# alu_resp_unit

--- src/rtl/alu_pkg.sv ---
// Shared ALU definitions: opcodes, compare-result bit layout and response sizing.
package alu_pkg;

  localparam logic [2:0] OP_ADD_RCA = 3'b000;
  localparam logic [2:0] OP_ADD_CLA = 3'b001;
  localparam logic [2:0] OP_ADD_CSA = 3'b010;
  localparam logic [2:0] OP_SUB     = 3'b011;
  localparam logic [2:0] OP_INC     = 3'b100;
  localparam logic [2:0] OP_DEC     = 3'b101;
  localparam logic [2:0] OP_CMP     = 3'b110;
  localparam logic [2:0] OP_PASS    = 3'b111;

  localparam int CMP_GT_BIT = 0;
  localparam int CMP_EQ_BIT = 1;
  localparam int CMP_LT_BIT = 2;

  // y + cout + zero; the tag is appended by the user of the FIFO
  localparam int RSP_DATA_W = 8 + 1 + 1;

  typedef struct packed {
    logic [7:0] y;
    logic       cout;
    logic       zero;
  } alu_res_t;

  function automatic int rsp_w(input int tag_w);
    return RSP_DATA_W + tag_w;
  endfunction

endpackage

--- src/rtl/alu_8bit.sv ---
// Combinational 8-bit ALU with three adder structures, sub, inc/dec, compare and pass.
module alu_8bit
  import alu_pkg::*;
(
  input  logic [7:0] A,
  input  logic [7:0] B,
  input  logic [2:0] op,
  output logic [7:0] Y,
  output logic       Cout
);

  logic [7:0] rca_s;
  logic       rca_c;
  logic [7:0] cla_g, cla_p;
  logic [8:0] cla_c;
  logic [4:0] csa_lo, csa_hi0, csa_hi1;
  logic [8:0] sub_d;

  always_comb begin
    rca_c = 1'b0;
    rca_s = '0;
    for (int i = 0; i < 8; i++) begin
      rca_s[i] = A[i] ^ B[i] ^ rca_c;
      rca_c    = (A[i] & B[i]) | (rca_c & (A[i] ^ B[i]));
    end
  end

  assign cla_g = A & B;
  assign cla_p = A ^ B;
  always_comb begin
    cla_c    = '0;
    for (int i = 0; i < 8; i++)
      cla_c[i+1] = cla_g[i] | (cla_p[i] & cla_c[i]);
  end

  // carry-select: both upper-nibble sums precomputed, low carry picks one
  assign csa_lo  = {1'b0, A[3:0]} + {1'b0, B[3:0]};
  assign csa_hi0 = {1'b0, A[7:4]} + {1'b0, B[7:4]};
  assign csa_hi1 = {1'b0, A[7:4]} + {1'b0, B[7:4]} + 5'd1;

  assign sub_d = {1'b0, A} - {1'b0, B};

  always_comb begin
    Y    = '0;
    Cout = 1'b0;
    case (op)
      OP_ADD_RCA: begin Y = rca_s;            Cout = rca_c;    end
      OP_ADD_CLA: begin Y = cla_p ^ cla_c[7:0]; Cout = cla_c[8]; end
      OP_ADD_CSA: begin
        Y    = {(csa_lo[4] ? csa_hi1[3:0] : csa_hi0[3:0]), csa_lo[3:0]};
        Cout = csa_lo[4] ? csa_hi1[4] : csa_hi0[4];
      end
      OP_SUB:     begin Y = sub_d[7:0];       Cout = ~sub_d[8]; end
      OP_INC:     begin Y = A + 8'd1;         Cout = &A;        end
      OP_DEC:     begin Y = A - 8'd1;         Cout = |A;        end
      OP_CMP: begin
        Y[CMP_LT_BIT] = (A < B);
        Y[CMP_EQ_BIT] = (A == B);
        Y[CMP_GT_BIT] = (A > B);
      end
      default:    begin Y = A;                Cout = 1'b0;      end
    endcase
  end

endmodule

--- src/rtl/alu_resp_unit.sv ---
// Command/response front end: one ALU evaluation per accepted command, results queued
// in an in-order FIFO with tag and zero flag, popped over a valid/ready handshake.
module alu_resp_unit
  import alu_pkg::*;
#(
  parameter int DEPTH = 2,
  parameter int TAG_W = 4,
  parameter int CNT_W = 16
) (
  input  logic             clk,
  input  logic             rst_n,
  input  logic             cmd_valid,
  output logic             cmd_ready,
  input  logic [2:0]       cmd_op,
  input  logic [7:0]       cmd_a,
  input  logic [7:0]       cmd_b,
  input  logic [TAG_W-1:0] cmd_tag,
  output logic             rsp_valid,
  input  logic             rsp_ready,
  output logic [7:0]       rsp_y,
  output logic             rsp_cout,
  output logic             rsp_zero,
  output logic [TAG_W-1:0] rsp_tag,
  output logic [CNT_W-1:0] ops_done
);

  localparam int           PW      = $clog2(DEPTH);
  localparam int           RSP_W   = rsp_w(TAG_W);
  localparam logic [PW:0]  DEPTH_C = (PW+1)'(DEPTH);

  logic [7:0]       alu_y;
  logic             alu_cout;
  alu_res_t         res;
  logic [RSP_W-1:0] mem [DEPTH];
  logic [PW-1:0]    wptr, rptr;
  logic [PW:0]      count;
  logic             push, pop;

  alu_8bit u_alu (
    .A    (cmd_a),
    .B    (cmd_b),
    .op   (cmd_op),
    .Y    (alu_y),
    .Cout (alu_cout)
  );

  assign res = '{y: alu_y, cout: alu_cout, zero: (alu_y == 8'h00)};

  // handshakes depend only on registered count, never on the opposite side's inputs
  assign cmd_ready = (count < DEPTH_C);
  assign rsp_valid = (count != '0);
  assign push      = cmd_valid & cmd_ready;
  assign pop       = rsp_valid & rsp_ready;

  assign {rsp_y, rsp_cout, rsp_zero, rsp_tag} = mem[rptr];

  always_ff @(posedge clk) begin
    if (push) mem[wptr] <= {res, cmd_tag};
  end

  always_ff @(posedge clk) begin
    if (!rst_n) begin
      wptr     <= '0;
      rptr     <= '0;
      count    <= '0;
      ops_done <= '0;
    end else begin
      if (push) wptr <= wptr + 1'b1;
      if (pop) begin
        rptr     <= rptr + 1'b1;
        ops_done <= ops_done + 1'b1;
      end
      case ({push, pop})
        2'b10:   count <= count + 1'b1;
        2'b01:   count <= count - 1'b1;
        default: count <= count;
      endcase
    end
  end

endmodule

--- config.mk ---
export PLATFORM = sky130hd
export DESIGN_NAME = alu_resp_unit
export DESIGN_NICKNAME = d
export VERILOG_FILES = /design/src/rtl/alu_pkg.sv /design/src/rtl/alu_8bit.sv /design/src/rtl/alu_resp_unit.sv
export SDC_FILE = /design/constraint.sdc
export NUM_CORES = 1
export LEC_CHECK = 0
export CAP_MARGIN = 20
export CORE_AREA = 2 2 92 94
export CTS_BUF_LIST = sky130_fd_sc_hd__clkbuf_4 sky130_fd_sc_hd__clkbuf_8
export CTS_CLUSTER_SIZE = 40
export DETAILED_ROUTE_END_ITERATION = 10
export DIE_AREA = 0 0 94 96
export PLACE_DENSITY = 0.69
export SKIP_LAST_GASP = 1
export SLEW_MARGIN = 25
export SYNTH_ARGS = -nofsm -noshare
export SYNTH_HDL_FRONTEND = slang
export SYNTH_SLANG_ARGS = --single-unit
--- constraint.sdc ---
create_clock -name clk -period 11.32 [get_ports clk]
set_input_delay 2.83 -clock clk [delete_from_list [all_inputs] [get_ports clk]]
set_output_delay 2.83 -clock clk [all_outputs]
set_load 0.03 [all_outputs]
# uart_tx_fifo

===== src/rtl/uart_tx_fifo.sv =====
// 8N1 UART transmitter, LSB first, fed by a small circular byte FIFO.
// Frames run back-to-back while the FIFO holds data.
module uart_tx_fifo #(
    parameter int CLKS_PER_BIT = 10,
    parameter int FIFO_DEPTH   = 4
) (
    input  logic                          clk,
    input  logic                          rst_n,
    input  logic [7:0]                    data_in,
    input  logic                          data_valid,
    output logic                          data_ready,
    output logic                          tx,
    output logic                          busy,
    output logic [$clog2(FIFO_DEPTH):0]   fifo_count
);

    localparam int AW = $clog2(FIFO_DEPTH);
    localparam int BW = $clog2(CLKS_PER_BIT);

    typedef enum logic [1:0] {
        IDLE,
        START,
        DATA,
        STOP
    } state_t;

    state_t        state;
    logic [7:0]    mem [FIFO_DEPTH];
    logic [AW-1:0] wr_ptr;
    logic [AW-1:0] rd_ptr;
    logic [AW:0]   count;
    logic [7:0]    shift;
    logic [2:0]    bit_idx;
    logic [BW-1:0] baud;
    logic          bit_end;
    logic          push;
    logic          pop;

    assign bit_end    = (baud == BW'(CLKS_PER_BIT - 1));
    assign data_ready = (count != (AW+1)'(FIFO_DEPTH));
    assign push       = data_valid & data_ready;
    assign pop        = (count != '0) &&
                        ((state == IDLE) || ((state == STOP) && bit_end));
    assign fifo_count = count;
    assign busy       = (state != IDLE);

    // Storage needs no reset: pointer reset discards the contents.
    always_ff @(posedge clk) begin
        if (push)
            mem[wr_ptr] <= data_in;
    end

    always_ff @(posedge clk or negedge rst_n) begin
        if (!rst_n) begin
            wr_ptr <= '0;
            rd_ptr <= '0;
            count  <= '0;
        end else begin
            if (push)
                wr_ptr <= wr_ptr + AW'(1);
            if (pop)
                rd_ptr <= rd_ptr + AW'(1);
            if (push && !pop)
                count <= count + (AW+1)'(1);
            else if (pop && !push)
                count <= count - (AW+1)'(1);
        end
    end

    always_ff @(posedge clk or negedge rst_n) begin
        if (!rst_n) begin
            state   <= IDLE;
            tx      <= 1'b1;
            shift   <= '0;
            bit_idx <= '0;
            baud    <= '0;
        end else begin
            unique case (state)
                IDLE: begin
                    tx <= 1'b1;
                    if (pop) begin
                        shift <= mem[rd_ptr];
                        tx    <= 1'b0;
                        baud  <= '0;
                        state <= START;
                    end
                end
                START: begin
                    if (bit_end) begin
                        baud    <= '0;
                        tx      <= shift[0];
                        bit_idx <= '0;
                        state   <= DATA;
                    end else begin
                        baud <= baud + BW'(1);
                    end
                end
                DATA: begin
                    if (bit_end) begin
                        baud <= '0;
                        if (bit_idx == 3'd7) begin
                            tx    <= 1'b1;
                            state <= STOP;
                        end else begin
                            bit_idx <= bit_idx + 3'd1;
                            shift   <= shift >> 1;
                            tx      <= shift[1];
                        end
                    end else begin
                        baud <= baud + BW'(1);
                    end
                end
                STOP: begin
                    if (bit_end) begin
                        baud <= '0;
                        if (pop) begin
                            shift <= mem[rd_ptr];
                            tx    <= 1'b0;
                            state <= START;
                        end else begin
                            state <= IDLE;
                        end
                    end else begin
                        baud <= baud + BW'(1);
                    end
                end
                default: state <= IDLE;
            endcase
        end
    end

endmodule


===== config.mk =====
export PLATFORM = sky130hd
export DESIGN_NAME = uart_tx_fifo
export DESIGN_NICKNAME = d
export VERILOG_FILES = /design/src/rtl/uart_tx_fifo.sv
export SDC_FILE = /design/constraint.sdc
export NUM_CORES = 1
export LEC_CHECK = 0
export ABC_CLOCK_PERIOD_IN_PS = 6200
export CORE_MARGIN = 2
export CORE_UTILIZATION = 30
export CTS_CLUSTER_DIAMETER = 30
export CTS_CLUSTER_SIZE = 30
export DETAILED_ROUTE_END_ITERATION = 6
export GPL_ROUTABILITY_DRIVEN = 0
export GPL_TIMING_DRIVEN = 0
export MAX_ROUTING_LAYER = met4
export SYNTH_ARGS = -nofsm -noshare
export SYNTH_HDL_FRONTEND = slang
export SYNTH_SLANG_ARGS = --single-unit

===== constraint.sdc =====
create_clock -name clk -period 6.2 [get_ports clk]
set_input_delay 1.24 -clock clk [delete_from_list [all_inputs] [get_ports clk]]
set_output_delay 1.24 -clock clk [all_outputs]
set_load 0.05 [all_outputs]

# ysyx_041461_lsu

--- src/rtl/ysyx_041461_lsu_pkg.sv ---
// ysyx_041461 LSU shared definitions.
// MEM control encodings, FSM states and decode helpers.
package ysyx_041461_lsu_pkg;

    localparam logic [3:0] ysyx_041461_MEM_NOP = 4'h0;
    localparam logic [3:0] ysyx_041461_MEM_LB  = 4'h1;
    localparam logic [3:0] ysyx_041461_MEM_LH  = 4'h2;
    localparam logic [3:0] ysyx_041461_MEM_LW  = 4'h3;
    localparam logic [3:0] ysyx_041461_MEM_LD  = 4'h4;
    localparam logic [3:0] ysyx_041461_MEM_LBU = 4'h5;
    localparam logic [3:0] ysyx_041461_MEM_LHU = 4'h6;
    localparam logic [3:0] ysyx_041461_MEM_LWU = 4'h7;
    localparam logic [3:0] ysyx_041461_MEM_SB  = 4'h8;
    localparam logic [3:0] ysyx_041461_MEM_SH  = 4'h9;
    localparam logic [3:0] ysyx_041461_MEM_SW  = 4'hA;
    localparam logic [3:0] ysyx_041461_MEM_SD  = 4'hB;

    typedef enum logic [1:0] {
        LSU_IDLE = 2'd0,
        LSU_REQ  = 2'd1,
        LSU_WAIT = 2'd2,
        LSU_DONE = 2'd3
    } lsu_state_e;

    function automatic logic is_mem_op(input logic [3:0] c);
        return (c != ysyx_041461_MEM_NOP) && (c <= ysyx_041461_MEM_SD);
    endfunction

    function automatic logic is_store(input logic [3:0] c);
        return (c >= ysyx_041461_MEM_SB) && (c <= ysyx_041461_MEM_SD);
    endfunction

    // log2 of the access size in bytes
    function automatic logic [1:0] mem_size(input logic [3:0] c);
        case (c)
            ysyx_041461_MEM_LH,
            ysyx_041461_MEM_LHU,
            ysyx_041461_MEM_SH:  return 2'd1;
            ysyx_041461_MEM_LW,
            ysyx_041461_MEM_LWU,
            ysyx_041461_MEM_SW:  return 2'd2;
            ysyx_041461_MEM_LD,
            ysyx_041461_MEM_SD:  return 2'd3;
            default:             return 2'd0;
        endcase
    endfunction

    function automatic logic is_misaligned(
        input logic [3:0] c,
        input logic [2:0] off
    );
        case (mem_size(c))
            2'd1:    return off[0];
            2'd2:    return |off[1:0];
            2'd3:    return |off;
            default: return 1'b0;
        endcase
    endfunction

endpackage

--- src/rtl/ysyx_041461_lsu_align.sv ---
// ysyx_041461 LSU lane alignment.
// Store lane shift/strobes and load extract/extension.
module ysyx_041461_lsu_align
    import ysyx_041461_lsu_pkg::*;
(
    input  logic [3:0]  ctrl_i,
    input  logic [2:0]  off_i,
    input  logic [63:0] st_data_i,
    output logic [63:0] st_data_o,
    output logic [7:0]  st_mask_o,
    input  logic [63:0] ld_data_i,
    output logic [63:0] ld_data_o
);

    logic [7:0]  mask_base;
    logic [63:0] ld_shift;

    // Place store data and strobes on the addressed byte lanes
    always_comb begin
        st_data_o = st_data_i << {off_i, 3'b000};
        case (mem_size(ctrl_i))
            2'd0:    mask_base = 8'h01;
            2'd1:    mask_base = 8'h03;
            2'd2:    mask_base = 8'h0F;
            default: mask_base = 8'hFF;
        endcase
        st_mask_o = is_store(ctrl_i) ? (mask_base << off_i) : 8'h00;
    end

    // Bring the addressed bytes down to bit 0 and extend
    always_comb begin
        ld_shift = ld_data_i >> {off_i, 3'b000};
        case (ctrl_i)
            ysyx_041461_MEM_LB:
                ld_data_o = {{56{ld_shift[7]}}, ld_shift[7:0]};
            ysyx_041461_MEM_LH:
                ld_data_o = {{48{ld_shift[15]}}, ld_shift[15:0]};
            ysyx_041461_MEM_LW:
                ld_data_o = {{32{ld_shift[31]}}, ld_shift[31:0]};
            ysyx_041461_MEM_LD:
                ld_data_o = ld_shift;
            ysyx_041461_MEM_LBU:
                ld_data_o = {56'd0, ld_shift[7:0]};
            ysyx_041461_MEM_LHU:
                ld_data_o = {48'd0, ld_shift[15:0]};
            ysyx_041461_MEM_LWU:
                ld_data_o = {32'd0, ld_shift[31:0]};
            default:
                ld_data_o = 64'd0;
        endcase
    end

endmodule

--- src/rtl/ysyx_041461_lsu.sv ---
// ysyx_041461 MEM-stage load/store unit.
// Holds the pipeline while one bus access runs to completion.
module ysyx_041461_lsu
    import ysyx_041461_lsu_pkg::*;
(
    input  logic        clk,
    input  logic        rst,
    input  logic        lsu_valid_in,
    input  logic [3:0]  lsu_ctrl_in,
    input  logic [63:0] lsu_addr_in,
    input  logic [63:0] lsu_wdata_in,
    output logic        lsu_stall_out,
    output logic        lsu_done_out,
    output logic [63:0] lsu_rdata_out,
    output logic        lsu_misalign_out,
    output logic        mem_req_valid,
    input  logic        mem_req_ready,
    output logic [63:0] mem_req_addr,
    output logic        mem_req_wen,
    output logic [63:0] mem_req_wdata,
    output logic [7:0]  mem_req_wmask,
    input  logic        mem_resp_valid,
    input  logic [63:0] mem_resp_rdata
);

    lsu_state_e  state_q, state_d;
    logic [3:0]  ctrl_q, ctrl_d;
    logic [63:0] addr_q, addr_d;
    logic [63:0] wdata_q, wdata_d;
    logic [63:0] rdata_q, rdata_d;
    logic        misalign_q, misalign_d;
    logic        mem_op;
    logic [63:0] ld_data;

    assign mem_op = lsu_valid_in && is_mem_op(lsu_ctrl_in);

    ysyx_041461_lsu_align u_align (
        .ctrl_i    (ctrl_q),
        .off_i     (addr_q[2:0]),
        .st_data_i (wdata_q),
        .st_data_o (mem_req_wdata),
        .st_mask_o (mem_req_wmask),
        .ld_data_i (mem_resp_rdata),
        .ld_data_o (ld_data)
    );

    // Next-state and latch update for the access sequence
    always_comb begin
        state_d    = state_q;
        ctrl_d     = ctrl_q;
        addr_d     = addr_q;
        wdata_d    = wdata_q;
        rdata_d    = rdata_q;
        misalign_d = misalign_q;
        unique case (state_q)
            LSU_IDLE: begin
                if (mem_op) begin
                    ctrl_d  = lsu_ctrl_in;
                    addr_d  = lsu_addr_in;
                    wdata_d = lsu_wdata_in;
                    rdata_d = 64'd0;
                    if (is_misaligned(lsu_ctrl_in, lsu_addr_in[2:0])) begin
                        misalign_d = 1'b1;
                        state_d    = LSU_DONE;
                    end else begin
                        misalign_d = 1'b0;
                        state_d    = LSU_REQ;
                    end
                end
            end
            LSU_REQ: begin
                if (mem_req_ready) begin
                    state_d = LSU_WAIT;
                end
            end
            LSU_WAIT: begin
                if (mem_resp_valid) begin
                    rdata_d = ld_data;
                    state_d = LSU_DONE;
                end
            end
            LSU_DONE: begin
                state_d = LSU_IDLE;
            end
        endcase
    end

    // State, latched request and result registers
    always_ff @(posedge clk or negedge rst) begin
        if (!rst) begin
            state_q    <= LSU_IDLE;
            ctrl_q     <= ysyx_041461_MEM_NOP;
            addr_q     <= 64'd0;
            wdata_q    <= 64'd0;
            rdata_q    <= 64'd0;
            misalign_q <= 1'b0;
        end else begin
            state_q    <= state_d;
            ctrl_q     <= ctrl_d;
            addr_q     <= addr_d;
            wdata_q    <= wdata_d;
            rdata_q    <= rdata_d;
            misalign_q <= misalign_d;
        end
    end

    assign lsu_stall_out    = mem_op && (state_q != LSU_DONE);
    assign lsu_done_out     = (state_q == LSU_DONE);
    assign lsu_rdata_out    = rdata_q;
    assign lsu_misalign_out = misalign_q;
    assign mem_req_valid    = (state_q == LSU_REQ);
    assign mem_req_addr     = {addr_q[63:3], 3'b000};
    assign mem_req_wen      = is_store(ctrl_q);

endmodule

--- config.mk ---
export PLATFORM = sky130hd
export DESIGN_NAME = ysyx_041461_lsu
export DESIGN_NICKNAME = d
export VERILOG_FILES = /design/src/rtl/ysyx_041461_lsu_pkg.sv /design/src/rtl/ysyx_041461_lsu_align.sv /design/src/rtl/ysyx_041461_lsu.sv
export SDC_FILE = /design/constraint.sdc
export NUM_CORES = 1
export LEC_CHECK = 0
export CELL_PAD_IN_SITES_DETAIL_PLACEMENT = 0
export CELL_PAD_IN_SITES_GLOBAL_PLACEMENT = 2
export CORE_MARGIN = 3
export CORE_UTILIZATION = 30
export DETAILED_ROUTE_END_ITERATION = 6
export PLACE_DENSITY = 0.84
export RECOVER_POWER = 50
export SYNTH_ARGS = -nofsm -noshare
export SYNTH_HDL_FRONTEND = slang
export SYNTH_HIERARCHICAL = 1
export SYNTH_SLANG_ARGS = --single-unit
--- constraint.sdc ---
create_clock -name clk -period 3.2 [get_ports clk]
set_input_delay 0.48 -clock clk [delete_from_list [all_inputs] [get_ports clk]]
set_output_delay 0.48 -clock clk [all_outputs]
set_load 0.02 [all_outputs]
### Selected gate families, uart_tx_fifo

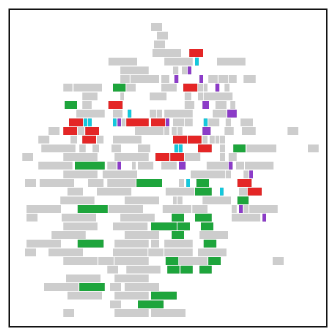
mux cells -> green  # cells 25, most used mux2_2
inv cells -> cyan  # cells 10, most used inv_1
fa/ha/maj cells -> red  # cells 16, most used ha_1, where center
nand cells -> purple  # cells 15, most used nand2_1
combinational share of cell area: 32.4%
most frequent logic cell in the layout: edfxtp_1
final cell count without fillers: 322

==> changes_impl.md, uart_tx_fifo <==
## Flow update

- GRT Max-Usage Layer: met2
- TNS Setup: 0 ps
- Commonest flop: edfxtp_1
- Worst Hold End: shift[6]
- Clk_skew: 9.10 ps
- Status: complete, no violations
- Total number of vias: 1521
- Achievable Freq: 301 MHz
- Post-synth EDFFs: 32
- CP dominant cell by count: inv_1
- Pre-Repair DR Iteration Count: 4
- Tool warnings: 35
- Filler instances: 853
- Post_cts resized: 0
- Min-delay worst type: reg -> reg
- Largest net degree at the start of global routing: 26
- Worst hold slack: 509 ps
- Buffers on Ports: 16
- Clock buffer cells: 9
- Largest Pwr Group: registers
- Top Ports: 17
- GRT Util Overall: 11.0%
- Clk pwr share: 35.3%
- Worst slew margin: 21.9%
- CTS Buf Count: 9
- Post-CTS setup buffer count: 0
- Inst Count DP: 307
- Final WL: 4.62 mm
- Proportion of layout cells with a drive suffix above 1: 22.9%
- Async S/R FF share, synth: 43.9%
- Pwr Total: 1080 µW
- R2r endpoint: fifo_count[1]
- Final hold vios: 0
- Worst Hold Depth: 1
- RSZ-0062 raised after global routing: no
- Count of flip-flops and latches: 57
- CP Cell Sequence: inv_1, ha_1, inv_1, clkdlybuf4s50_1
- Clock-pin slew on the worst setup and hold paths: 70 ps
- Clk tree area frac: 6.70%
- Top class by area: registers
- CP endpoint: busy
- Synth top cells by count: edfxtp_1, dfrtp_1, ha_1
- Clock Sinks: 57
- Hold_buf cts: 0
- Post-synth seq share: 58.4%
- Worst IR Drop VDD: 165 µV
- Worst EP arrival: 2080 ps
- Row Count: 34
- Final net count: 237
- Average instance area after synthesis: 14.9 µm²
- Initial antenna violation count: 0
- Post-Syn Area: 2720 µm²
- Top flop regs: mem (32), shift (8), baud (4)
- YS chip area: 2720 µm²
- Core Util at FP: 31.0%
- Pre-CTS WS: 3010 ps
- Die height: 99.2 µm
- Non-CTS buffers: 21
- Yosys top cell by instances: edfxtp_1
- Clock latency at the later pin of the worst-skew pair: 340 ps
- Leak: 0.00124 µW
- Crit path largest cell delay: 820 ps
- CTS tree: yes
- Vias in the first global route: 1577
- DR DRC count: 0
- 1st-iter DRT viols: 56
uart_tx_fifo: kinds of logic (layout without fill, tap and decap cells):
logic type | after synthesis | in the layout | share of synthesized area, %
buffers and inverters | 15 | 46 | 3.04
adder cells (fa/ha/maj) | 16 | 16 | 7.64
flip-flops | 57 | 57 | 58.4
AND/OR/NAND/NOR | 37 | 37 | 8.47
XOR/XNOR | 6 | 6 | 1.93
AND-OR/OR-AND | 27 | 27 | 6.31
multiplexers | 25 | 25 | 14.2
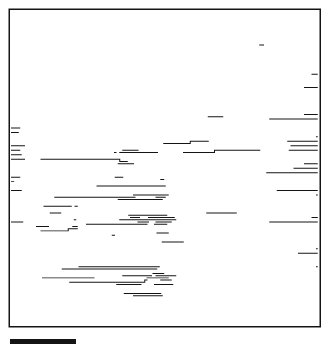
*M3 wires, alu_resp_unit*
Scale bar: 20 µm.
longest straight run = 28.7 µm
wire length on this layer = 576 µm
main direction = horizontal
share of all routed wire = 7.3%
final WL: 7.87 mm
met3 Usage GRT: 3.45%

==> changes_impl.md, alu_resp_unit <==
## Flow update

- Clock latency at the later pin of the worst-skew pair: 290 ps
- GRT Max-Usage Layer: met2
- Non-CTS buffers: 59
- Inverters, non-clock: 25
- Grt ovf: 0
- Area grow syn2layout: 19.6%
- Comb gate area: 2090 µm²
- RSZ-0062 raised after global routing: no
- Top Ports: 59
- Async S/R FF share, synth: 0%
- Nets in the synthesized netlist: 414
- CTS Buffer Depth: 2
- CP endpoint: mem[0][4]
- Pre-Repair DR Iteration Count: 4
- Clk tree area frac: 2.12%
- Vias per std cell: 5.53
- XOR Share, Synth: 7.87%
- Max layer used: met4
- RePlAce Congestion: 0.919
- Buffers on Ports: 58
- Filler instances: 744
- Post-CTS setup buffer count: 0
- Clock Sinks: 49
- Netlist cell types: 63
- CTS Buf Count: 5
- Int Pwr: 383 µW
- Placement Cell Area: 4170 µm²
- Clk_skew: 6.63 ps
- Chip area: 9020 µm²
- Max-cap violation count: 0
- # diodes: 0
- Achievable Freq: 135 MHz
- Leak: 0.00161 µW
- Final net count: 465
- Worst setup SP type: input port
- CP max FO: 10
- Core ar.: 8050 µm²
- Synth mux share: 5.90%
- Yosys top cell by instances: edfxtp_1
- Largest Pwr Group: combinational logic
- Setup crit start: cmd_a[0]
- Clock buffer cells: 7
- Average instance area after synthesis: 10.0 µm²
- Row Count: 33
- Inst Count DP: 505
- Worst Hold Depth: 2
- Status: complete, no violations
- Synth Instances: 356
- Worst path slowest cell: clkdlybuf4s50_1
- Seq pwr share: 39.7%
==> alu_resp_unit: sequential cells by signal (all words and copies together), names as in the netlist, named ones only <==
name,count
mem,28
ops_done,16
count,2
rptr,1
wptr,1
==> alu_resp_unit: kinds of logic after synthesis <==
family | after synthesis
buf+inv | 40
mux | 19
simple gates | 123
compound gates | 62
fa+ha+maj | 31
xor+xnor | 32
flops | 49
==> alu_resp_unit: worst max-delay path, delay by kind of cell <==
kind	cells	cell delay, ps
buffers and inverters	2	760
and+or+nand+nor	1	310
AOI/OAI and AO/OA	4	680
adders and majority gates	8	2920
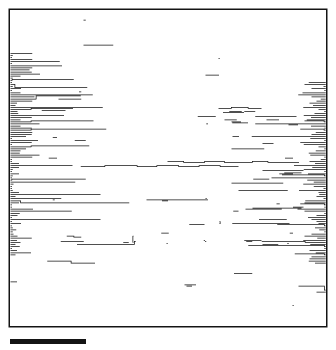
*M3 wires, ysyx_041461_lsu*
Scale bar: 50 µm.
longest straight run = 71.1 µm
wire length on this layer = 3360 µm
share of all routed wire = 7.6%
main direction = horizontal
total number of vias: 9814
met3 Usage GRT: 5.93%
final WL: 43.9 mm

==> changes_impl.md, ysyx_041461_lsu <==
## Flow update

- Seq pwr share: 24.5%
- Design Area, Final: 17000 µm²
- Grt ovf: 0
- Post-synth seq share: 41.1%
- Tool warnings: 35
- Crit path largest cell delay: 650 ps
- Top Ports: 406
- Int Pwr: 10400 µW
- Worst IR Drop VDD: 821 µV
- Max-cap violation count: 1
- Largest net degree at the start of global routing: 69
- Final min period: 3110 ps
- DP HPWL: 33.3 mm
- P_seq: 4640 µW
- Clock buffer cells: 18
- Status: finished with violations
- Worst Hold Depth: 2
- Flop area: 4990 µm²
- Crit path required time: 2720 ps
- Combinational share of power: 63.7%
- Pwr Total: 18900 µW
- CP Cell Sequence: buf_4, nor2b_2, buf_6, a21oi_1, o21ai_0, clkdlybuf4s50_1
- RR Startpoint: addr_q[0]
- Violated checks: max-capacitance violations, max-slew violations
- Proportion of layout cells with a drive suffix above 1: 22.4%
- Compound Share, Synth: 13.3%
- Min-delay worst type: reg -> reg
- Critical Path Stages: 6
- Max Transition Viols Final: 67
- Synth Instances: 1093
- Post-synthesis simple-gate area fraction: 8.35%
==> ysyx_041461_lsu: placed cells by master (no fill, tap or decap), types with 42 or more instances in the layout <==
master,instances
nand2_1,94
mux2_2,157
dlygate4sd3_1,100
nor2_1,62
clkdlybuf4s50_1,282
dfrtp_1,196
o21ai_0,64
a22o_1,64
mux2i_1,63
a21oi_1,42
==> ysyx_041461_lsu: layer usage <==
metal,global-route usage [%],vias to the layer above,part of all wire (%)
met3,5.93,31,7.6
met2,34.6,305,50
met5,0,-,0
met1,25.3,4905,41
met4,4.94,0,1.3
li1,-,4573,-

==> gallery <==
The metal 2 layer.
Cells faint in the background.
picture 1
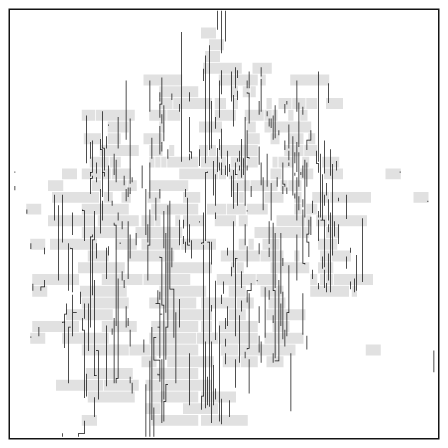
picture 2
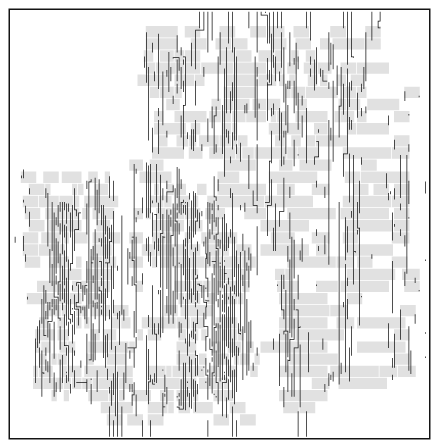
picture 3
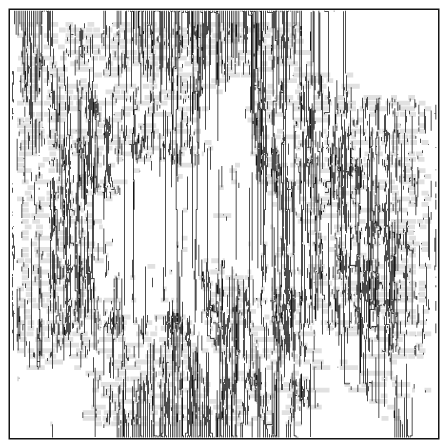
- picture 2 = alu_resp_unit
- picture 1 = uart_tx_fifo
- picture 3 = ysyx_041461_lsu


# dbus_arbiter

### Track usage over the die, dbus_arbiter

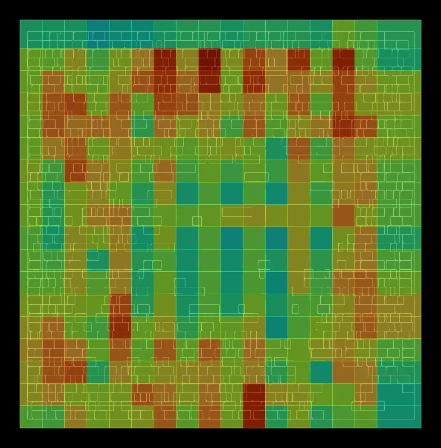

File: src/rtl/dbus_arbiter.sv
`timescale 1ns/1ps
// dbus_arbiter
// Shares the external data bus between the core MEM-stage port and one
// secondary requester (DMA/debug). The core has priority. After STARVE_LIMIT
// consecutive core grants while dmaReq is waiting, the next grant goes to the
// secondary requester. Every access waits for busReady, and coreStall holds
// the pipeline while a core access is pending.
//
// Optional feature: define DBUS_ARB_TIMEOUT_EN to abort an access after
// TIMEOUT_CYCLES wait cycles. An abort pulses busError and completes the
// access with read data 0. When the macro is undefined, busError is tied to 0.
//
// Ports:
//   clk, arstn          clock, synchronous active-low reset
//   core*               core request fields in; coreLdData, coreStall out
//   dma*                secondary request fields in; dmaGnt, dmaRData out
//   bus*                registered bus address/data/enables/mask out;
//                       busRData, busReady in; busError out
//
// State table
//   state | meaning
//   IDLE  | bus enables low, arbitrating
//   CORE  | core access on the bus, waiting for busReady
//   DMA   | secondary access on the bus, waiting for busReady
module dbus_arbiter #(
   parameter int STARVE_LIMIT   = 4,
   parameter int TIMEOUT_CYCLES = 255
) (
   input  logic        clk,
   input  logic        arstn,
   input  logic [31:0] coreAddr,
   input  logic [31:0] coreStData,
   input  logic        coreLdSignal,
   input  logic        coreStSignal,
   input  logic [3:0]  coreWriteMask,
   output logic [31:0] coreLdData,
   output logic        coreStall,
   input  logic        dmaReq,
   input  logic        dmaWe,
   input  logic [31:0] dmaAddr,
   input  logic [31:0] dmaWData,
   input  logic [3:0]  dmaMask,
   output logic        dmaGnt,
   output logic [31:0] dmaRData,
   output logic [31:0] busAddr,
   output logic [31:0] busWData,
   output logic        busRdEn,
   output logic        busWrEn,
   output logic [3:0]  busMask,
   input  logic [31:0] busRData,
   input  logic        busReady,
   output logic        busError
);

   if (STARVE_LIMIT < 1 || STARVE_LIMIT > 15) begin : gBadStarveLimit
      $error("dbus_arbiter: STARVE_LIMIT out of range 1..15");
   end
   if (TIMEOUT_CYCLES < 1 || TIMEOUT_CYCLES > 1023) begin : gBadTimeout
      $error("dbus_arbiter: TIMEOUT_CYCLES out of range 1..1023");
   end

   typedef enum logic [1:0] {
      IDLE = 2'd0,
      CORE = 2'd1,
      DMA  = 2'd2
   } arbStateT;

   localparam logic [3:0] STARVE_MAX = 4'(STARVE_LIMIT);

   arbStateT    state;
   arbStateT    nextState;
   logic [3:0]  starveCnt;
   logic        coreReq;
   logic        starveHit;
   logic        grantCore;
   logic        grantDma;
   logic        accDone;
   logic        abort;
   logic        coreDone;
   logic [31:0] rdData;

   assign coreReq   = coreLdSignal | coreStSignal;
   assign starveHit = dmaReq && (starveCnt == STARVE_MAX);

`ifdef DBUS_ARB_TIMEOUT_EN
   localparam logic [9:0] WAIT_MAX = 10'(TIMEOUT_CYCLES);

   logic [9:0] waitCnt;

   always_ff @(posedge clk) begin
      if (!arstn) begin
         waitCnt <= '0;
      end else if (grantCore || grantDma) begin
         waitCnt <= '0;
      end else if (state != IDLE && !busReady && !abort) begin
         waitCnt <= waitCnt + 10'd1;
      end
   end

   // A late busReady in the limit cycle still counts as a normal completion.
   assign abort = (state != IDLE) && !busReady && (waitCnt == WAIT_MAX);
`else
   assign abort = 1'b0;
`endif

   always_ff @(posedge clk) begin
      if (!arstn) begin
         state <= IDLE;
      end else begin
         state <= nextState;
      end
   end

   always_comb begin
      nextState = state;
      grantCore = 1'b0;
      grantDma  = 1'b0;
      accDone   = 1'b0;
      case (state)
         IDLE: begin
            if (coreReq && !starveHit) begin
               grantCore = 1'b1;
               nextState = CORE;
            end else if (dmaReq) begin
               grantDma  = 1'b1;
               nextState = DMA;
            end
         end
         CORE, DMA: begin
            if (busReady || abort) begin
               accDone   = 1'b1;
               nextState = IDLE;
            end
         end
         default: nextState = IDLE;
      endcase
   end

   // Completion outputs are combinational. While reset is asserted they are
   // held at 0, because the state register has not been cleared yet.
   assign coreDone   = accDone && (state == CORE);
   assign rdData     = abort ? 32'd0 : busRData;
   assign coreStall  = arstn && coreReq && !coreDone;
   assign coreLdData = (arstn && coreDone) ? rdData : 32'd0;
   assign dmaGnt     = arstn && accDone && (state == DMA);
   assign dmaRData   = dmaGnt ? rdData : 32'd0;
   assign busError   = arstn && abort;

   // The count only grows while the secondary requester is waiting.
   // Dropping dmaReq or granting it restarts the count.
   always_ff @(posedge clk) begin
      if (!arstn || !dmaReq || grantDma) begin
         starveCnt <= '0;
      end else if (grantCore && starveCnt != STARVE_MAX) begin
         starveCnt <= starveCnt + 4'd1;
      end
   end

   // Load and store together act as a store. On completion only the enables
   // drop; address, data and mask keep their last values.
   always_ff @(posedge clk) begin
      if (!arstn) begin
         busAddr  <= '0;
         busWData <= '0;
         busMask  <= '0;
         busRdEn  <= 1'b0;
         busWrEn  <= 1'b0;
      end else if (grantCore) begin
         busAddr  <= coreAddr;
         busWData <= coreStData;
         busMask  <= coreWriteMask;
         busWrEn  <= coreStSignal;
         busRdEn  <= !coreStSignal;
      end else if (grantDma) begin
         busAddr  <= dmaAddr;
         busWData <= dmaWData;
         busMask  <= dmaMask;
         busWrEn  <= dmaWe;
         busRdEn  <= !dmaWe;
      end else if (accDone) begin
         busRdEn  <= 1'b0;
         busWrEn  <= 1'b0;
      end
   end

endmodule

File: config.mk
export PLATFORM = sky130hd
export DESIGN_NAME = dbus_arbiter
export DESIGN_NICKNAME = d
export VERILOG_FILES = /design/src/rtl/dbus_arbiter.sv
export SDC_FILE = /design/constraint.sdc
export NUM_CORES = 1
export LEC_CHECK = 0
export CORE_AREA = 2 2 122 124
export DETAILED_ROUTE_END_ITERATION = 12
export DIE_AREA = 0 0 124 126
export PLACE_DENSITY = 0.73
export RECOVER_POWER = 25
export SLEW_MARGIN = 20
export SYNTH_ARGS = -nofsm -noshare
export SYNTH_HDL_FRONTEND = slang
export SYNTH_SLANG_ARGS = --single-unit
File: constraint.sdc
create_clock -name clk -period 2.9 [get_ports clk]
set_clock_uncertainty 0.05 [all_clocks]
set_input_delay 0.435 -clock clk [delete_from_list [all_inputs] [get_ports clk]]
set_output_delay 0.435 -clock clk [all_outputs]
set_load 0.02 [all_outputs]
# msg_deserializer

**config.mk**
```make
export PLATFORM = sky130hd
export DESIGN_NAME = msg_deserializer
export DESIGN_NICKNAME = d
export VERILOG_FILES = /design/src/rtl/msg_deserializer.sv
export SDC_FILE = /design/constraint.sdc
export NUM_CORES = 1
export LEC_CHECK = 0
export CAP_MARGIN = 20
export CORE_MARGIN = 3
export CORE_UTILIZATION = 50
export CTS_CLUSTER_SIZE = 14
export DETAILED_ROUTE_END_ITERATION = 12
export GPL_TIMING_DRIVEN = 0
export PLACE_DENSITY = 0.87
export SLEW_MARGIN = 20
export SYNTH_ARGS = -nofsm -noshare
export SYNTH_HDL_FRONTEND = slang
export SYNTH_SLANG_ARGS = --single-unit
```
**constraint.sdc**
```tcl
create_clock -name clk -period 4 [get_ports clk]
set_clock_uncertainty 0.15 [all_clocks]
set_input_delay 0.8 -clock clk [delete_from_list [all_inputs] [get_ports clk]]
set_output_delay 0.8 -clock clk [all_outputs]
set_load 0.01 [all_outputs]
```
**src/rtl/msg_deserializer.sv**
```systemverilog
// Collects LANES beats of WIDTH bits into one word, with the first beat in the LSBs.
// Define MSG_DESERIALIZER_FLUSH_EN to add the flush input and the send_mask output for partial words.
module msg_deserializer #(
  parameter int unsigned WIDTH = 8,
  parameter int unsigned LANES = 4
) (
  input  logic                   clk,
  input  logic                   reset,
  input  logic [WIDTH-1:0]       recv_msg,
  input  logic                   recv_val,
  output logic                   recv_rdy,
  output logic [WIDTH*LANES-1:0] send_msg,
  output logic                   send_val,
  input  logic                   send_rdy
`ifdef MSG_DESERIALIZER_FLUSH_EN
  ,
  input  logic                   flush,
  output logic [LANES-1:0]       send_mask
`endif
);

  localparam int unsigned IDXW = (LANES > 1) ? $clog2(LANES) : 1;
  localparam logic [IDXW-1:0] LAST_IDX = IDXW'(LANES - 1);

  typedef enum logic {FILL, HOLD} state_e;

  state_e                 state_q, state_d;
  logic [IDXW-1:0]        idx_q, idx_d;
  logic [WIDTH*LANES-1:0] data_q, data_d;
`ifdef MSG_DESERIALIZER_FLUSH_EN
  logic [LANES-1:0]       mask_q, mask_d;
`endif

  logic recv_xfer;
  logic send_xfer;

  assign recv_xfer = recv_val && recv_rdy;
  assign send_xfer = send_val && send_rdy;

  always_ff @(posedge clk or negedge reset) begin
    if (!reset) begin
      state_q <= FILL;
      idx_q   <= '0;
      data_q  <= '0;
`ifdef MSG_DESERIALIZER_FLUSH_EN
      mask_q  <= '0;
`endif
    end else begin
      state_q <= state_d;
      idx_q   <= idx_d;
      data_q  <= data_d;
`ifdef MSG_DESERIALIZER_FLUSH_EN
      mask_q  <= mask_d;
`endif
    end
  end

  always_comb begin
    state_d = state_q;
    idx_d   = idx_q;
    data_d  = data_q;
`ifdef MSG_DESERIALIZER_FLUSH_EN
    mask_d  = mask_q;
`endif
    unique case (state_q)
      FILL: begin
        if (recv_xfer) begin
          data_d[idx_q*WIDTH +: WIDTH] = recv_msg;
`ifdef MSG_DESERIALIZER_FLUSH_EN
          mask_d[idx_q] = 1'b1;
`endif
          if (idx_q == LAST_IDX) begin
            state_d = HOLD;
            idx_d   = '0;
          end else begin
            idx_d = idx_q + IDXW'(1);
`ifdef MSG_DESERIALIZER_FLUSH_EN
            if (flush) begin
              state_d = HOLD;
              idx_d   = '0;
            end
`endif
          end
        end
`ifdef MSG_DESERIALIZER_FLUSH_EN
        else if (flush && (idx_q != '0)) begin
          state_d = HOLD;
          idx_d   = '0;
        end
`endif
      end
      HOLD: begin
        // A beat can only land here together with the output transfer, since recv_rdy follows send_rdy.
        if (send_xfer) begin
`ifdef MSG_DESERIALIZER_FLUSH_EN
          mask_d = '0;
`endif
          if (recv_xfer) begin
            data_d[0 +: WIDTH] = recv_msg;
`ifdef MSG_DESERIALIZER_FLUSH_EN
            mask_d[0] = 1'b1;
`endif
            if (LANES == 1) begin
              state_d = HOLD;
              idx_d   = '0;
            end else begin
              state_d = FILL;
              idx_d   = IDXW'(1);
            end
          end else begin
            state_d = FILL;
            idx_d   = '0;
          end
        end
      end
      default: begin
        state_d = FILL;
        idx_d   = '0;
      end
    endcase
  end

  always_comb begin
    recv_rdy = reset;
    send_val = 1'b0;
    if (state_q == HOLD) begin
      recv_rdy = send_rdy;
      send_val = 1'b1;
    end
  end

`ifdef MSG_DESERIALIZER_FLUSH_EN
  // Lanes not written in the current word keep stale data internally, so they are masked off here.
  always_comb begin
    send_msg = '0;
    for (int unsigned k = 0; k < LANES; k++) begin
      send_msg[k*WIDTH +: WIDTH] = mask_q[k] ? data_q[k*WIDTH +: WIDTH] : '0;
    end
    send_mask = send_val ? mask_q : '0;
  end
`else
  assign send_msg = data_q;
`endif

endmodule

```
# fetch_stage

<file path="config.mk">
export PLATFORM = sky130hd
export DESIGN_NAME = fetch_stage
export DESIGN_NICKNAME = d
export VERILOG_FILES = /design/src/rtl/fetch_stage_pkg.sv /design/src/rtl/fetch_stage_if_id_reg.sv /design/src/rtl/fetch_stage.sv
export SDC_FILE = /design/constraint.sdc
export NUM_CORES = 1
export LEC_CHECK = 0
export CAP_MARGIN = 5
export CORE_ASPECT_RATIO = 0.75
export CORE_MARGIN = 2
export CORE_UTILIZATION = 49
export CTS_CLUSTER_DIAMETER = 100
export DETAILED_ROUTE_END_ITERATION = 6
export PLACE_DENSITY = 0.88
export SKIP_CTS_REPAIR_TIMING = 1
export SYNTH_ARGS = -nofsm -noshare
export SYNTH_HDL_FRONTEND = slang
export SYNTH_HIERARCHICAL = 1
export SYNTH_SLANG_ARGS = --single-unit
</file>
<file path="constraint.sdc">
create_clock -name clk -period 2.9 [get_ports clk]
set_input_delay 0.87 -clock clk [delete_from_list [all_inputs] [get_ports clk]]
set_output_delay 0.87 -clock clk [all_outputs]
set_load 0.02 [all_outputs]
</file>
<file path="src/rtl/fetch_stage_pkg.sv">
// Shared CPU constants and the fetch-stage state encoding.
package fetch_stage_pkg;

    localparam int unsigned DEF_PC_W = 10;
    localparam int unsigned INSTR_W  = 32;
    localparam int unsigned CNT_W    = 16;

    localparam logic [INSTR_W-1:0] DEF_NOP_INSTR = 32'h0000_0000;

    typedef enum logic {
        ST_BOOT = 1'b0,
        ST_RUN  = 1'b1
    } fetch_state_e;

endpackage

</file>
<file path="src/rtl/fetch_stage_if_id_reg.sv">
// IF/ID pipeline register: flush inserts a NOP bubble, hold keeps the current contents.
module if_id_reg
    import fetch_stage_pkg::*;
#(
    parameter int unsigned        PC_W      = DEF_PC_W,
    parameter logic [INSTR_W-1:0] NOP_INSTR = DEF_NOP_INSTR
) (
    input  logic               clk,
    input  logic               rst,
    input  logic               load_i,
    input  logic               flush_i,
    input  logic               valid_i,
    input  logic [INSTR_W-1:0] instr_i,
    input  logic [PC_W-1:0]    pc_i,
    input  logic [PC_W-1:0]    pc_plus1_i,
    output logic               valid_o,
    output logic [INSTR_W-1:0] instr_o,
    output logic [PC_W-1:0]    pc_o,
    output logic [PC_W-1:0]    pc_plus1_o
);

    logic               valid_q;
    logic [INSTR_W-1:0] instr_q;
    logic [PC_W-1:0]    pc_q;
    logic [PC_W-1:0]    pc_plus1_q;

    // Flush keeps the pc fields so downstream still sees the last real address.
    always_ff @(posedge clk or negedge rst) begin
        if (!rst) begin
            valid_q    <= 1'b0;
            instr_q    <= NOP_INSTR;
            pc_q       <= '0;
            pc_plus1_q <= '0;
        end else if (flush_i) begin
            valid_q <= 1'b0;
            instr_q <= NOP_INSTR;
        end else if (load_i) begin
            valid_q    <= valid_i;
            instr_q    <= instr_i;
            pc_q       <= pc_i;
            pc_plus1_q <= pc_plus1_i;
        end
    end

    assign valid_o    = valid_q;
    assign instr_o    = instr_q;
    assign pc_o       = pc_q;
    assign pc_plus1_o = pc_plus1_q;

endmodule

</file>
<file path="src/rtl/fetch_stage.sv">
// Instruction fetch stage: drives a synchronous instruction memory and fills IF/ID,
// honouring decode stalls and downstream redirects.
module fetch_stage
    import fetch_stage_pkg::*;
#(
    parameter int unsigned        PC_W      = DEF_PC_W,
    parameter logic [INSTR_W-1:0] NOP_INSTR = DEF_NOP_INSTR
) (
    input  logic               clk,
    input  logic               rst,
    input  logic               stall,
    input  logic               redirect,
    input  logic [PC_W-1:0]    redirect_pc,
    output logic [PC_W-1:0]    imem_addr,
    input  logic [INSTR_W-1:0] imem_q,
    output logic               id_valid,
    output logic [INSTR_W-1:0] id_instr,
    output logic [PC_W-1:0]    id_pc,
    output logic [PC_W-1:0]    id_pc_plus1,
    output logic [CNT_W-1:0]   bubble_cnt
);

    fetch_state_e     state_q, state_d;
    logic [PC_W-1:0]  fetch_pc_q, fetch_pc_d;
    logic             rd_valid_q, rd_valid_d;
    logic [CNT_W-1:0] bubble_cnt_q, bubble_cnt_d;
    logic [PC_W-1:0]  pc_plus1;
    logic             if_load;
    logic             if_flush;

    // Single incrementer shared by sequential fetch and the IF/ID link value.
    assign pc_plus1 = fetch_pc_q + PC_W'(1);

    always_comb begin
        state_d      = state_q;
        fetch_pc_d   = fetch_pc_q;
        rd_valid_d   = rd_valid_q;
        bubble_cnt_d = bubble_cnt_q;
        imem_addr    = '0;
        if_load      = 1'b0;
        if_flush     = 1'b0;
        case (state_q)
            ST_BOOT: begin
                state_d    = ST_RUN;
                fetch_pc_d = '0;
                rd_valid_d = 1'b1;
            end
            ST_RUN: begin
                if (redirect) begin
                    imem_addr  = redirect_pc;
                    fetch_pc_d = redirect_pc;
                    rd_valid_d = 1'b1;
                    if_flush   = 1'b1;
                end else if (stall) begin
                    imem_addr = fetch_pc_q;
                end else begin
                    imem_addr  = pc_plus1;
                    fetch_pc_d = pc_plus1;
                    if_load    = 1'b1;
                end
                if ((stall || redirect) && (bubble_cnt_q != '1)) begin
                    bubble_cnt_d = bubble_cnt_q + CNT_W'(1);
                end
            end
            default: state_d = ST_BOOT;
        endcase
    end

    always_ff @(posedge clk or negedge rst) begin
        if (!rst) begin
            state_q      <= ST_BOOT;
            fetch_pc_q   <= '0;
            rd_valid_q   <= 1'b0;
            bubble_cnt_q <= '0;
        end else begin
            state_q      <= state_d;
            fetch_pc_q   <= fetch_pc_d;
            rd_valid_q   <= rd_valid_d;
            bubble_cnt_q <= bubble_cnt_d;
        end
    end

    if_id_reg #(
        .PC_W      (PC_W),
        .NOP_INSTR (NOP_INSTR)
    ) u_if_id (
        .clk        (clk),
        .rst        (rst),
        .load_i     (if_load),
        .flush_i    (if_flush),
        .valid_i    (rd_valid_q),
        .instr_i    (imem_q),
        .pc_i       (fetch_pc_q),
        .pc_plus1_i (pc_plus1),
        .valid_o    (id_valid),
        .instr_o    (id_instr),
        .pc_o       (id_pc),
        .pc_plus1_o (id_pc_plus1)
    );

    assign bubble_cnt = bubble_cnt_q;

endmodule

</file>
### The metal 2 layer, dbus_arbiter

Cells faint in the background.
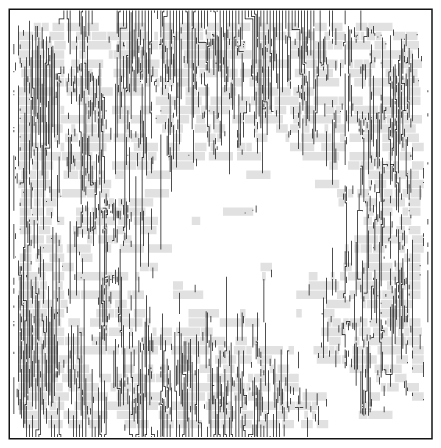
share of all routed wire = 50%
nets with wire on the layer = 836
main direction = vertical
wire length on this layer = 8620 µm
M2 GR Usage: 37.6%
total number of vias: 5043
final WL: 17.4 mm

## Picture notes: 'Track usage over the die' of dbus_arbiter
GRT Max-Usage Layer: met2
WL per Instance: 17.5 µm
met3 Usage GRT: 5.98%
met1 GRT Util: 23.4%
post-route core utilization: 54.8%

==> changes_impl.md, dbus_arbiter <==
## Flow update

- Final worst slack: 124 ps
- Yosys synthesis warning count: 0
- Top flop regs: busAddr (32), busWData (32)
- Vias per std cell: 5.06
- Clock Sinks: 76
- Cell type with the largest total area: dfxtp_1
- 1st-iter DRT viols: 268
- CP Cell Sequence: inv_1, ha_1, nand2_1, nor2_1, buf_12, and2_1, clkdlybuf4s50_1
- Buffers on Ports: 310
- Placement Cell Area: 7420 µm²
- Nets in the synthesized netlist: 706
- Cycle use final: 95.7%
- Critical path class: reg -> out
- Inst Count DP: 980
- Compound Share, Synth: 26.1%
- Combinational share of power: 37.6%
- Pre-Repair DR Iteration Count: 4
- Die X: 124 µm
- # diodes: 0
- R2R cell count: 6
- R2r endpoint: busAddr[26]
- Status: complete, no violations
- Die height: 126 µm
- Tap Count: 184
- CP endpoint: dmaRData[20]
- CTS Buffer Depth: 2
- Combinational share of cell area: 30.0%
- Routed wl met3: 1.64 mm
- Largest logic family: simple AND/OR/NAND/NOR gates
- Worst Hold End: state[1]
- Worst IR Drop VDD: 278 µV
[dbus_arbiter: cells by family after synthesis]
family,Yosys count
buffers and inverters,61
AND/OR/NAND/NOR,227
adder cells (fa/ha/maj),5
flip-flops,76
AND-OR/OR-AND,156
other,1
[dbus_arbiter: cell usage in the layout, fill, tap and decap left out, types with 5 or more instances in the layout]
cell               n
a211oi_2          21
clkbuf_16          9
dfxtp_1           76
a211oi_1          52
nor3_1            68
nand3_1            5
dlygate4sd3_1     51
buf_4              8
ha_1               5
nor2_1            72
inv_1              7
and2_1            64
clkdlybuf4s50_1  211
o21ai_0           68
buf_12             7
dlymetal6s2s_1    46
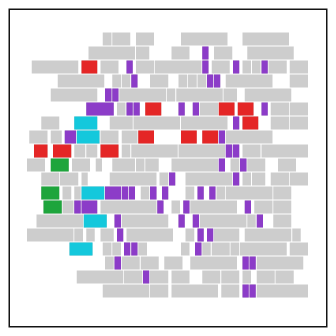
*Selected gate families, msg_deserializer*
fa/ha/maj cells -> cyan  # cells 5, most used ha_1
non-inverting ao/oa cells -> red  # cells 11, most used a22o_1
nand cells -> purple  # cells 53, most used nand2_1
mux cells -> green  # cells 3, most used mux2i_1
most frequent logic cell in the layout: nand2_1
final cell count without fillers: 235
combinational share of cell area: 29.1%

==> changes_impl.md, msg_deserializer <==
## Flow update

- Non-CTS buffers: 52
- Post-CTS setup buffer count: 0
- Non-clk buf share: 23.6%
- Routed wl met3: 227 µm
- Synth flops: 35
- Placement Cell Area: 2050 µm²
- Chip area: 3770 µm²
- Met3 Usage GRT: 5.87%
- Worst IR Drop VDD: 543 µV
- Worst-margin pin slew: 551 ps
- Clock-pin slew on the worst setup and hold paths: 120 ps
- Average instance area after synthesis: 10.2 µm²
- Max layer used: met4
- # diodes: 0
- Crit path required time: 3050 ps
- Largest logic family: simple AND/OR/NAND/NOR gates
- Pwr dens: 768 nW/µm²
- R2r endpoint: send_msg[28]
- Row Count: 19
- Met1 GRT Util: 25.6%
- Flop area: 876 µm²
- Post-synth EDFFs: 0
- H-tree depth: 2
- Die height: 61.4 µm
- Post-Syn Area: 1530 µm²
- Synth top cells by count: nand2_1, dfrtp_1, o21ai_0
- 1st-iter DRT viols: 67
- Final WL: 3.96 mm
- RR Startpoint: idx_q[0]
- Clk tree area frac: 4.05%
- Area leader share: 57.1%
- M2 GR Usage: 43.4%
- Sequential cell area share: 41.1%
- Buffers on Ports: 45
- Netlist cell types: 25
- CTS Buffer Depth: 2
- Clock root buffer: clkbuf_4
- YS chip area: 1530 µm²
- Met1 wire length: 1.53 mm
- Filler instances: 198
- Comb gate area: 621 µm²
- Synth Instances: 150
- Synth mux share: 1.96%
- Worst setup SP type: input port
- Status: complete, no violations
- CP Cell Sequence: buf_2, nor2b_1, a21o_1, clkdlybuf4s50_1
- RePlAce Congestion: 0.830
- Achievable Freq: 334 MHz
- Async S/R FF share, synth: 100%
- Grt ovf: 0
- Pwr Total: 1640 µW
-- msg_deserializer: flip-flops by register name, summed over array words and instances, names as in the netlist --
signal / count
idx_q: 2
send_msg: 32
state_q: 1
-- msg_deserializer: worst register-to-register path, cell delays in order (launching register included) --
cell	delay, ps
dfrtp_1	390
clkbuf_2	210
inv_1	110
ha_1	380
nor3b_2	520
nand2_1	150
o21ai_0	180
-- msg_deserializer: report_power, final --
part / internal, µW / switching (µW) / total (µW)
sequential: 508 / 95.2 / 603
clock: 148 / 125 / 273
combinational: 402 / 359 / 761
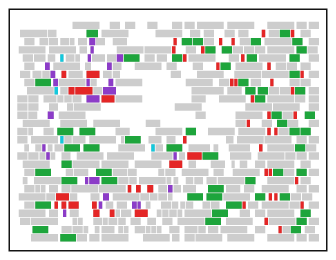
*Selected gate families, fetch_stage*
nor cells -> red  # cells 51, most used nor2_1, where all over the die
inv cells -> cyan  # cells 4, most used inv_1, where middle left
mux cells -> green  # cells 57, most used mux2i_1, where all over the die
nand cells -> purple  # cells 24, most used nand2_1
combinational share of cell area: 30.5%
most frequent logic cell in the layout: clkdlybuf4s50_1
final cell count without fillers: 550

==> changes_impl.md, fetch_stage <==
## Flow update

- Final WL: 8.77 mm
- Row Count: 27
- Post-route core utilization: 73.1%
- Critical path class: in -> out
- Core Util at FP: 50.9%
- Post-synthesis adder-cell area fraction: 0.665%
- R2r setup slk: 1070 ps
- Cell type with the largest total area: dfrtp_1
- Core ar.: 7400 µm²
- DR DRC count: 0
- Top Layout Cells: clkdlybuf4s50_1, dfrtp_1, nor2_1
- First-pass GRT wire length: 14.4 mm
- CTS Buffer Depth: 2
- Yosys cell count: 307
- M2 GR Usage: 33.4%
- H-tree depth: 3
- R2r endpoint: bubble_cnt[1]
- Filler instances: 524
- R2R cell count: 5
- Vias per std cell: 5.14
- CP max FO: 6
- Min-delay worst type: reg -> reg
- Grt ovf: 0
- Pwr Total: 3090 µW
- Largest logic family: multiplexers
- Top cells, area: dfrtp_1, mux2i_1, mux2_4
- Routed wl met3: 529 µm
- # diodes: 0
- Compound Share, Synth: 5.15%
- Tool warnings: 26
- Commonest flop: dfrtp_1
- Met1 wire length: 4.27 mm
- Status: complete, no violations
- # setup viols final: 0
- RSZ-0062 raised after global routing: no
- Clock-pin slew on the worst setup and hold paths: 80 ps
- Clock root buffer: clkbuf_8
- Max-cap violation count: 0
- WL per Instance: 15.9 µm
- Worst Hold Depth: 1
- Max layer used: met4
- Async S/R FF share, synth: 100%
- YS chip area: 3760 µm²
- RR Startpoint: bubble_cnt[0]
- Met3 Usage GRT: 5.39%
- Nets in the synthesized netlist: 355
- Pre-Repair DR Iteration Count: 4
- Buffers on Ports: 124
- Die height: 79.9 µm
- XOR Share, Synth: 6.28%
- Worst IR Drop VDD: 453 µV
- DP HPWL: 6.36 mm
- GRT Util Overall: 22.0%
- Area grow syn2layout: 43.6%
- 1st-iter DRT viols: 109
- Proportion of layout cells with a drive suffix above 1: 19.6%
-- fetch_stage: critical path, stage by stage --
cell and delay (ps):
clkbuf_2 140, buf_4 170, or3_1 360, a31oi_2 210, buf_4 170
-- fetch_stage: area by class of cell --
cell class                 count  area share [%]
tap                          101            2.34
sequential                    81            37.5
clock inverter                 5            1.02
clock buffer                  11            2.62
timing repair buffer         143            25.7
inverter                       4           0.278
multi-input combinational    205            30.5
-- fetch_stage: power breakdown --
group | switching (µW) | internal [µW] | total [µW]
combinational | 401 | 459 | 860
sequential | 136 | 1270 | 1410
clock | 401 | 419 | 819


## Gallery

Selected gate families.
shot_01.png
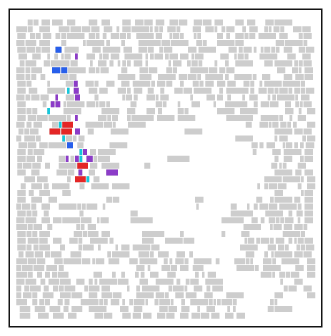
shot_02.png
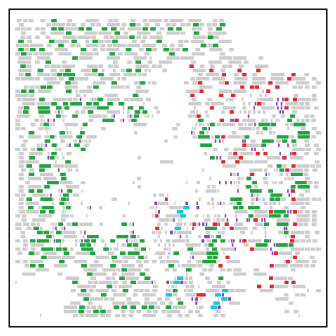
shot_03.png
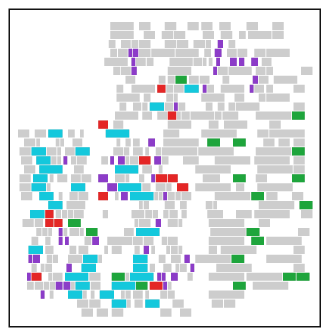
Of these, fewest cells: shot_03.png
shot_03.png: alu_resp_unit
shot_02.png: ysyx_041461_lsu
shot_01.png: dbus_arbiter

Key to shot_02.png:
fa/ha/maj cells -> cyan  # cells 12, most used ha_1, where bottom center
non-inverting ao/oa cells -> red  # cells 70, most used a22o_1
nand cells -> purple  # cells 110, most used nand2_1
mux cells -> green  # cells 259, most used mux2_2, where all over the die


==> screenshots <==
Track usage over the die.
image #1
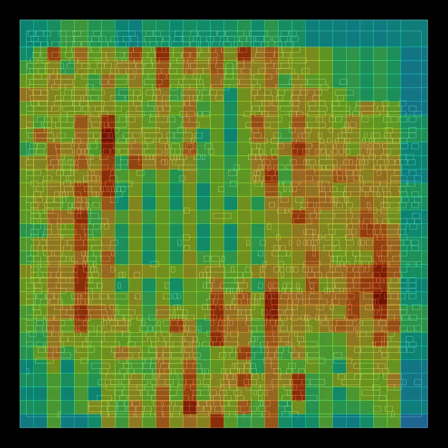
image #2
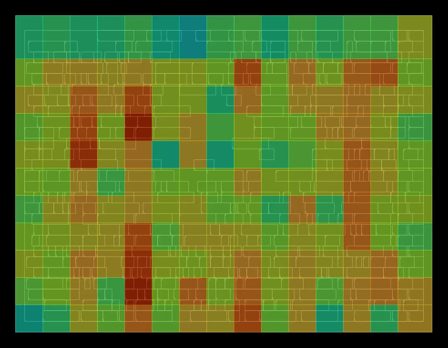
image #3
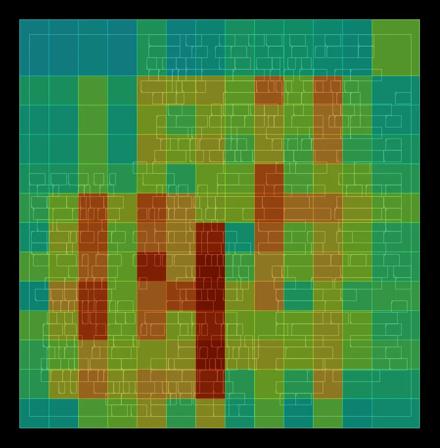
image #4
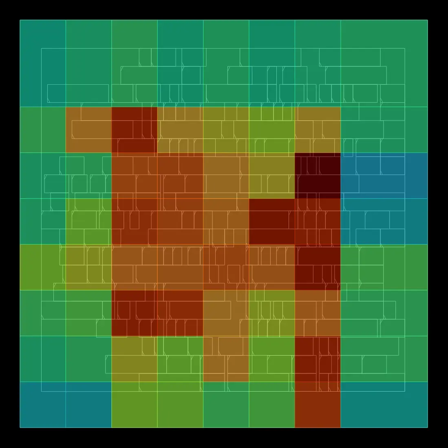
image #5
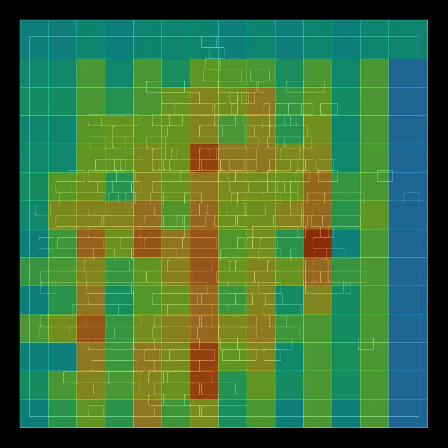
- most wire per cell: image #1
For fetch_stage, see image #2.
For msg_deserializer, see image #4.
For alu_resp_unit, see image #3.
For ysyx_041461_lsu, see image #1.
For uart_tx_fifo, see image #5.

Power figures rest on the tool's default switching activity, not on a simulated workload.
